# bus_arbiter

### src/rtl/bus_arbiter_pkg.sv
// rtl/bus_arbiter_pkg.sv - shared constants, types and round-robin helper for the bus arbiter
package bus_arbiter_pkg;

    // Active-low bus signalling levels
    localparam logic ENABLE_       = 1'b0;
    localparam logic DISABLE_      = 1'b1;

    // Active-low reset levels
    localparam logic RESET_ENABLE  = 1'b0;
    localparam logic RESET_DISABLE = 1'b1;

    // Plain logic levels
    localparam logic HIGH          = 1'b1;
    localparam logic LOW           = 1'b0;

    // Owner encoding
    localparam int OWNER_W     = 2;
    localparam int NUM_MASTERS = 4;

    typedef logic [OWNER_W-1:0] owner_t;

    localparam owner_t BUS_OWNER_MASTER_0 = 2'd0;
    localparam owner_t BUS_OWNER_MASTER_1 = 2'd1;
    localparam owner_t BUS_OWNER_MASTER_2 = 2'd2;
    localparam owner_t BUS_OWNER_MASTER_3 = 2'd3;

    // Next owner given the current owner and the active-low request vector.
    // The owner keeps the bus while its request stays asserted; otherwise the
    // search walks the masters after the owner, wrapping modulo four, and the
    // first asserted request wins. With nobody else asking the bus stays parked.
    function automatic owner_t rr_next(input owner_t cur, input logic [NUM_MASTERS-1:0] req_n);
        owner_t nxt;
        owner_t cand;
        logic   found;
        nxt   = cur;
        found = LOW;
        if (req_n[cur] != ENABLE_) begin
            for (int k = 1; k < NUM_MASTERS; k++) begin
                cand = cur + owner_t'(k);
                if ((found == LOW) && (req_n[cand] == ENABLE_)) begin
                    nxt   = cand;
                    found = HIGH;
                end
            end
        end
        return nxt;
    endfunction

endpackage

### src/rtl/bus_arbiter.sv
// rtl/bus_arbiter.sv - four-master round-robin bus arbiter with active-low request/grant
module bus_arbiter
    import bus_arbiter_pkg::*;
(
    input  logic clk,
    input  logic reset,
    input  logic m0_req_,
    input  logic m1_req_,
    input  logic m2_req_,
    input  logic m3_req_,
    output logic m0_grnt_,
    output logic m1_grnt_,
    output logic m2_grnt_,
    output logic m3_grnt_
);

    owner_t                  owner;
    logic [NUM_MASTERS-1:0]  req_n;

    assign req_n = {m3_req_, m2_req_, m1_req_, m0_req_};

    // Owner register: reset parks the bus on master 0, otherwise round-robin handover.
    // Grants depend only on this register, so a request never reaches a grant
    // before the next rising edge.
    always_ff @(posedge clk) begin
        if (reset == RESET_ENABLE) begin
            owner <= BUS_OWNER_MASTER_0;
        end else begin
            owner <= rr_next(owner, req_n);
        end
    end

    // One-hot-low grant decode of the owner register.
    always_comb begin
        m0_grnt_ = DISABLE_;
        m1_grnt_ = DISABLE_;
        m2_grnt_ = DISABLE_;
        m3_grnt_ = DISABLE_;
        case (owner)
            BUS_OWNER_MASTER_0: m0_grnt_ = ENABLE_;
            BUS_OWNER_MASTER_1: m1_grnt_ = ENABLE_;
            BUS_OWNER_MASTER_2: m2_grnt_ = ENABLE_;
            BUS_OWNER_MASTER_3: m3_grnt_ = ENABLE_;
            default:            m0_grnt_ = ENABLE_;
        endcase
    end

endmodule

### config.mk
export PLATFORM = sky130hd
export DESIGN_NAME = bus_arbiter
export DESIGN_NICKNAME = d
export VERILOG_FILES = /design/src/rtl/bus_arbiter_pkg.sv /design/src/rtl/bus_arbiter.sv
export SDC_FILE = /design/constraint.sdc
export NUM_CORES = 1
export LEC_CHECK = 0
export CORE_AREA = 3 3 40 42
export DETAILED_ROUTE_END_ITERATION = 6
export DIE_AREA = 0 0 43 45
export SYNTH_ARGS = -nofsm -noshare
export SYNTH_HDL_FRONTEND = slang
export SYNTH_SLANG_ARGS = --single-unit
### constraint.sdc
create_clock -name clk -period 1.9 [get_ports clk]
set_input_delay 0.57 -clock clk [delete_from_list [all_inputs] [get_ports clk]]
set_output_delay 0.57 -clock clk [all_outputs]
set_load 0.03 [all_outputs]
# home_inventory_adc_capture

<file path="config.mk">
export PLATFORM = sky130hd
export DESIGN_NAME = home_inventory_adc_capture
export DESIGN_NICKNAME = d
export VERILOG_FILES = /design/src/rtl/home_inventory_pkg.sv /design/src/rtl/home_inventory_sync_edge.sv /design/src/rtl/home_inventory_adc_capture.sv
export SDC_FILE = /design/constraint.sdc
export NUM_CORES = 1
export LEC_CHECK = 0
export CORE_ASPECT_RATIO = 0.8
export CORE_MARGIN = 3
export CORE_UTILIZATION = 25
export DETAILED_ROUTE_END_ITERATION = 7
export HOLD_SLACK_MARGIN = 0.06
export PLACE_DENSITY = 0.46
export RECOVER_POWER = 25
export SKIP_CTS_REPAIR_TIMING = 1
export SYNTH_ARGS = -nofsm -noshare
export SYNTH_HDL_FRONTEND = slang
export SYNTH_SLANG_ARGS = --single-unit
export TNS_END_PERCENT = 100
</file>
<file path="constraint.sdc">
create_clock -name wb_clk_i -period 2.3 [get_ports wb_clk_i]
set_input_delay 0.46 -clock wb_clk_i [delete_from_list [all_inputs] [get_ports wb_clk_i]]
set_output_delay 0.46 -clock wb_clk_i [all_outputs]
set_load 0.05 [all_outputs]
</file>
<file path="src/rtl/home_inventory_pkg.sv">
// Shared definitions for the load-cell ADC capture path.
package home_inventory_pkg;

  localparam int unsigned ADC_WORD_BITS = 24;
  localparam int unsigned ADC_MAX_CH    = 4;

  typedef enum logic [2:0] {
    IDLE,
    CS_SETUP,
    SHIFT,
    CS_HOLD,
    COMMIT
  } capture_state_e;

  // Replicate bit (bits-1) of a right-aligned word up to bit 31.
  function automatic logic [31:0] sign_extend(input logic [31:0] word,
                                              input int unsigned bits);
    logic signed [31:0] tmp;
    tmp = signed'(word << (32 - bits));
    return unsigned'(tmp >>> (32 - bits));
  endfunction

endpackage

</file>
<file path="src/rtl/home_inventory_sync_edge.sv">
// Two-flop synchronizer with an optional falling-edge strobe.
module home_inventory_sync_edge #(
  parameter bit EDGE_EN = 1'b1
) (
  input  logic clk,
  input  logic rst,
  input  logic din,
  output logic dout,
  output logic fall
);

  logic meta;
  logic sync;
  logic prev;

  // Resolve metastability, then keep one extra stage for edge detection.
  always_ff @(posedge clk) begin
    if (rst) begin
      meta <= 1'b1;
      sync <= 1'b1;
      prev <= 1'b1;
    end else begin
      meta <= din;
      sync <= meta;
      prev <= sync;
    end
  end

  assign dout = sync;
  assign fall = EDGE_EN ? (prev & ~sync) : 1'b0;

endmodule

</file>
<file path="src/rtl/home_inventory_adc_capture.sv">
// SPI frame-capture engine: one status word plus nch channel words per DRDY.
module home_inventory_adc_capture
  import home_inventory_pkg::*;
#(
  parameter int unsigned MAX_CH    = ADC_MAX_CH,
  parameter int unsigned WORD_BITS = ADC_WORD_BITS,
  parameter int unsigned SCLK_DIV  = 2
) (
  input  logic                  wb_clk_i,
  input  logic                  wb_rst_i,
  input  logic                  enable,
  input  logic [3:0]            num_ch,
  input  logic                  adc_drdy_n,
  input  logic                  adc_miso,
  output logic                  adc_cs_n,
  output logic                  adc_sclk,
  output logic                  adc_mosi,
  output logic [32*MAX_CH-1:0]  raw_data,
  output logic                  frame_valid,
  output logic [31:0]           frame_count,
  output logic                  overrun,
  input  logic                  overrun_clr,
  output logic                  busy
);

  localparam int unsigned      DIV_W    = (SCLK_DIV > 1) ? $clog2(SCLK_DIV) : 1;
  localparam logic [DIV_W-1:0] DIV_LAST = DIV_W'(SCLK_DIV - 1);
  localparam logic [4:0]       BIT_LAST = 5'(WORD_BITS - 1);
  localparam logic [3:0]       MAX_NCH  = 4'(MAX_CH);

  capture_state_e state;
  capture_state_e state_nx;

  logic                 drdy_fall;
  logic                 drdy_level_unused;
  logic                 miso_s;
  logic                 miso_fall_unused;

  logic [DIV_W-1:0]     div_cnt;
  logic                 phase_hi;
  logic                 phase_nx;
  logic [4:0]           bit_idx;
  logic [3:0]           word_idx;
  logic [3:0]           nch;
  logic [3:0]           nch_eff;
  logic [WORD_BITS-2:0] shift_sr;
  logic [WORD_BITS-1:0] new_word;
  logic [32*MAX_CH-1:0] shadow;

  logic div_last;
  logic last_bit;
  logic sample;
  logic bit_end;
  logic commit_go;

  home_inventory_sync_edge #(.EDGE_EN(1'b1)) u_sync_drdy (
    .clk  (wb_clk_i),
    .rst  (wb_rst_i),
    .din  (adc_drdy_n),
    .dout (drdy_level_unused),
    .fall (drdy_fall)
  );

  home_inventory_sync_edge #(.EDGE_EN(1'b0)) u_sync_miso (
    .clk  (wb_clk_i),
    .rst  (wb_rst_i),
    .din  (adc_miso),
    .dout (miso_s),
    .fall (miso_fall_unused)
  );

  assign nch_eff   = ((num_ch == 4'd0) || (num_ch > MAX_NCH)) ? MAX_NCH : num_ch;
  assign div_last  = (div_cnt == DIV_LAST);
  assign last_bit  = (word_idx == nch) && (bit_idx == BIT_LAST);
  assign sample    = (state == SHIFT) && phase_hi && div_last;
  assign bit_end   = (state == SHIFT) && !phase_hi && div_last;
  assign commit_go = (state == CS_HOLD) && div_last && enable;
  assign new_word  = {shift_sr, miso_s};
  assign busy      = (state != IDLE);
  assign adc_mosi  = 1'b0;

  // Next-state and SCLK phase decode; enable low aborts any active frame.
  always_comb begin
    state_nx = state;
    phase_nx = phase_hi;
    unique case (state)
      IDLE:     if (drdy_fall && enable) state_nx = CS_SETUP;
      CS_SETUP: if (div_last)            state_nx = SHIFT;
      SHIFT:    if (bit_end && last_bit) state_nx = CS_HOLD;
      CS_HOLD:  if (div_last)            state_nx = COMMIT;
      COMMIT:                            state_nx = IDLE;
      default:                           state_nx = IDLE;
    endcase
    if ((state != IDLE) && !enable) state_nx = IDLE;

    if (state_nx != SHIFT)   phase_nx = 1'b0;
    else if (state != SHIFT) phase_nx = 1'b1;
    else if (div_last)       phase_nx = ~phase_hi;
  end

  // Sequencer: state, bit timing, SPI pins and per-channel shadow capture.
  always_ff @(posedge wb_clk_i) begin
    if (wb_rst_i) begin
      state    <= IDLE;
      div_cnt  <= '0;
      phase_hi <= 1'b0;
      bit_idx  <= '0;
      word_idx <= '0;
      nch      <= '0;
      shift_sr <= '0;
      shadow   <= '0;
      adc_cs_n <= 1'b1;
      adc_sclk <= 1'b0;
    end else begin
      state    <= state_nx;
      phase_hi <= phase_nx;
      adc_cs_n <= !(state_nx inside {CS_SETUP, SHIFT, CS_HOLD});
      adc_sclk <= (state_nx == SHIFT) && phase_nx;

      if ((state_nx != state) || div_last) div_cnt <= '0;
      else                                 div_cnt <= div_cnt + DIV_W'(1);

      if ((state == IDLE) && (state_nx == CS_SETUP)) begin
        nch      <= nch_eff;
        word_idx <= '0;
        bit_idx  <= '0;
      end

      if (bit_end) begin
        if (bit_idx == BIT_LAST) begin
          bit_idx  <= '0;
          word_idx <= word_idx + 4'd1;
        end else begin
          bit_idx  <= bit_idx + 5'd1;
        end
      end

      // Word 0 is the status word and never reaches a shadow slot.
      if (sample) begin
        shift_sr <= new_word[WORD_BITS-2:0];
        if (bit_idx == BIT_LAST) begin
          for (int unsigned c = 0; c < MAX_CH; c++) begin
            if (word_idx == 4'(c + 1))
              shadow[32*c +: 32] <= sign_extend(32'(new_word), WORD_BITS);
          end
        end
      end
    end
  end

  // Commit captured channels, count frames and track DRDY overruns.
  always_ff @(posedge wb_clk_i) begin
    if (wb_rst_i) begin
      raw_data    <= '0;
      frame_valid <= 1'b0;
      frame_count <= '0;
      overrun     <= 1'b0;
    end else begin
      frame_valid <= commit_go;
      if (commit_go) begin
        frame_count <= frame_count + 32'd1;
        for (int unsigned c = 0; c < MAX_CH; c++) begin
          if (4'(c) < nch) raw_data[32*c +: 32] <= shadow[32*c +: 32];
        end
      end
      if (drdy_fall && (state != IDLE)) overrun <= 1'b1;
      else if (overrun_clr)             overrun <= 1'b0;
    end
  end

endmodule

</file>

==> gallery <==
Wiring heat map.
(a)
9 x 9 tiles, from black (low) to pale yellow (high), scaled to the fullest tile. Values are wire area over tile area, all layers added.
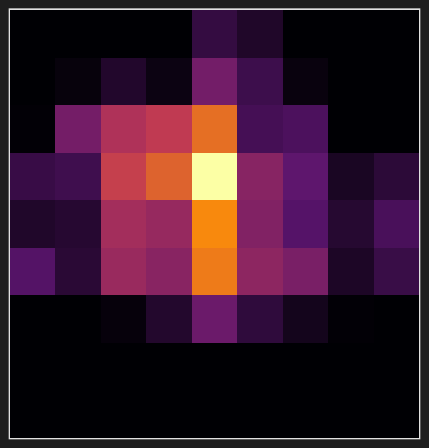
(b)
24 x 19 tiles, from black (low) to pale yellow (high), scaled to the fullest tile. Values are wire area over tile area, all layers added.
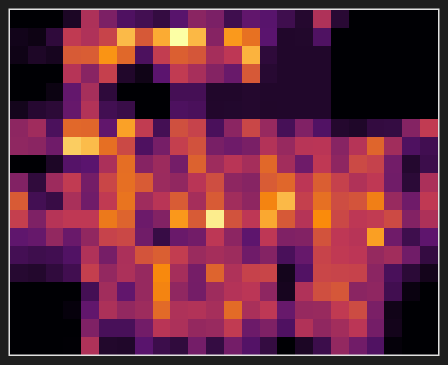
- home_inventory_adc_capture = (b)
- bus_arbiter = (a)

Figure 1. M1 wires (home_inventory_adc_capture).
Supply wires on this layer in grey.
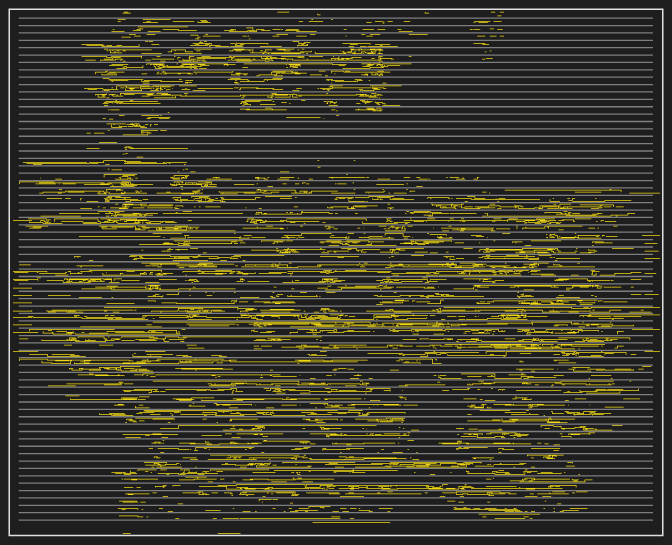
nets with wire on the layer: 1251
wire length on this layer: 14000 um

==> impl_metrics.tcl, home_inventory_adc_capture <==
# flow metrics
set metrics [dict create \
    violations "capacitance limit, slew limit" \
    viasPerCell 4.40 \
    num_rows 68 \
    status "finished, violations left" \
    reg2reg_depth 6 \
    critPathCapture "frame_count[29]" \
    grt_antenna_before_repair 0 \
    p_sw_frac 0.215 \
    grt_setup_unrepaired "false" \
    lay_top_cells "dfxtp_1, nand2_1, a21oi_1, mux2i_1, clkdlybuf4s50_1" \
    taps 560 \
    synthCells 1200 \
    route.detailed.drc 0 \
    m1WireLength_mm 14.0 \
    cts_buffer_depth 3 \
    top_logic_kind "simple AND/OR/NAND/NOR gates" \
    use_met3 0.0238 \
    crit_path_start_kind "flop" \
    cap_violations 1 \
    grt_usage 0.121 \
    port_buffers 174 \
    top_regs "raw_data x96, shadow x96, frame_count x32" \
    sequentialPowerShare 0.489 \
    final.fill_count 4529 \
    critical_path.startpoint "frame_count[29]" \
    io_pins 176 \
    grt_util_met1 0.169 \
    drv_slew 86 \
    ant_nets 0 \
    synth_flop_count 273 \
]
Figure 2. M1 wires (bus_arbiter).
Supply wires on this layer in grey.
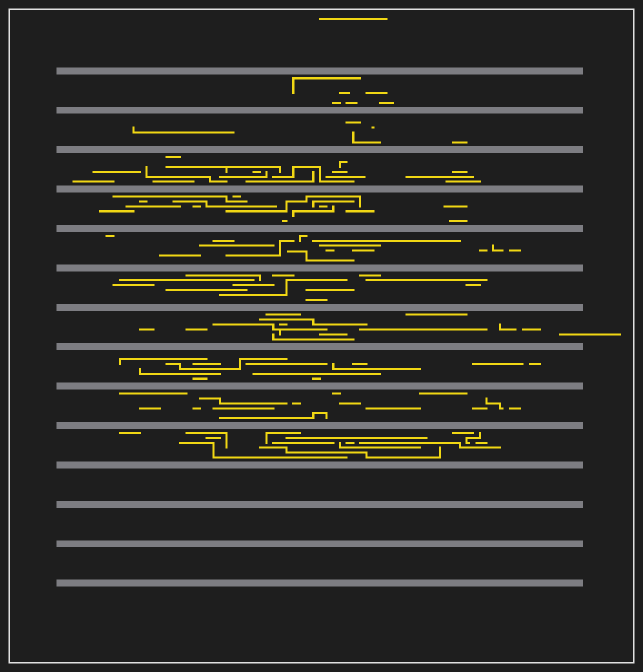
wire length on this layer: 423 um
nets with wire on the layer: 59

==> impl_metrics.tcl, bus_arbiter <==
# flow metrics
set metrics [dict create \
    io_pins 10 \
    lay_top_count "buf_4" \
    slowest_delay_ns 0.50 \
    status "finished, final reports clean" \
    met2WireLength_um 402 \
    postCtsHoldBufs 0 \
    synth.cell_area_sq_um 394 \
    inv_count 8 \
    p_seq_mw 0.0731 \
    met3_wirelength_um 44 \
    critical-path-top-delay-family "multiplexers" \
    die_y_um 45 \
    worst-path-buf-inv 1 \
    worstHoldStart "owner[0]" \
    grt_pass1_wl_mm 1.41 \
]


## Gallery

Cells coloured by class.
shot_01.png
Scale bar: 10 um. Fill, decap, tap and diode cells in grey.
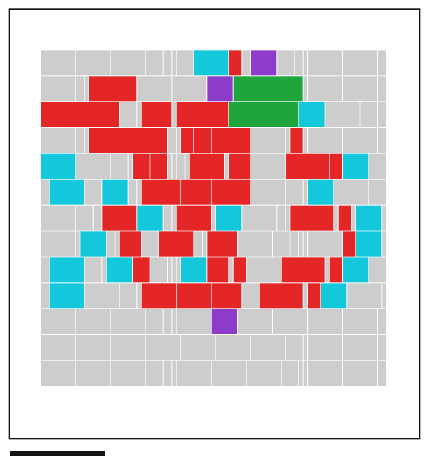
shot_02.png
Scale bar: 50 um. Fill, decap, tap and diode cells in grey.
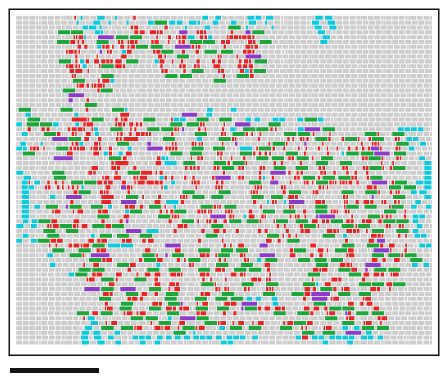
shot_02.png: home_inventory_adc_capture
shot_01.png: bus_arbiter
The one with the most sequential cells is shot_02.png.

Key to shot_01.png:
[cells driving clock nets] purple | cells: 3 | share of their area: 4.2%
[all other logic] red | cells: 37 | share of their area: 61%
[other buffers and delay cells] cyan | cells: 18 | share of their area: 28%
[flip-flops] green | cells: 2 | share of their area: 7.5%

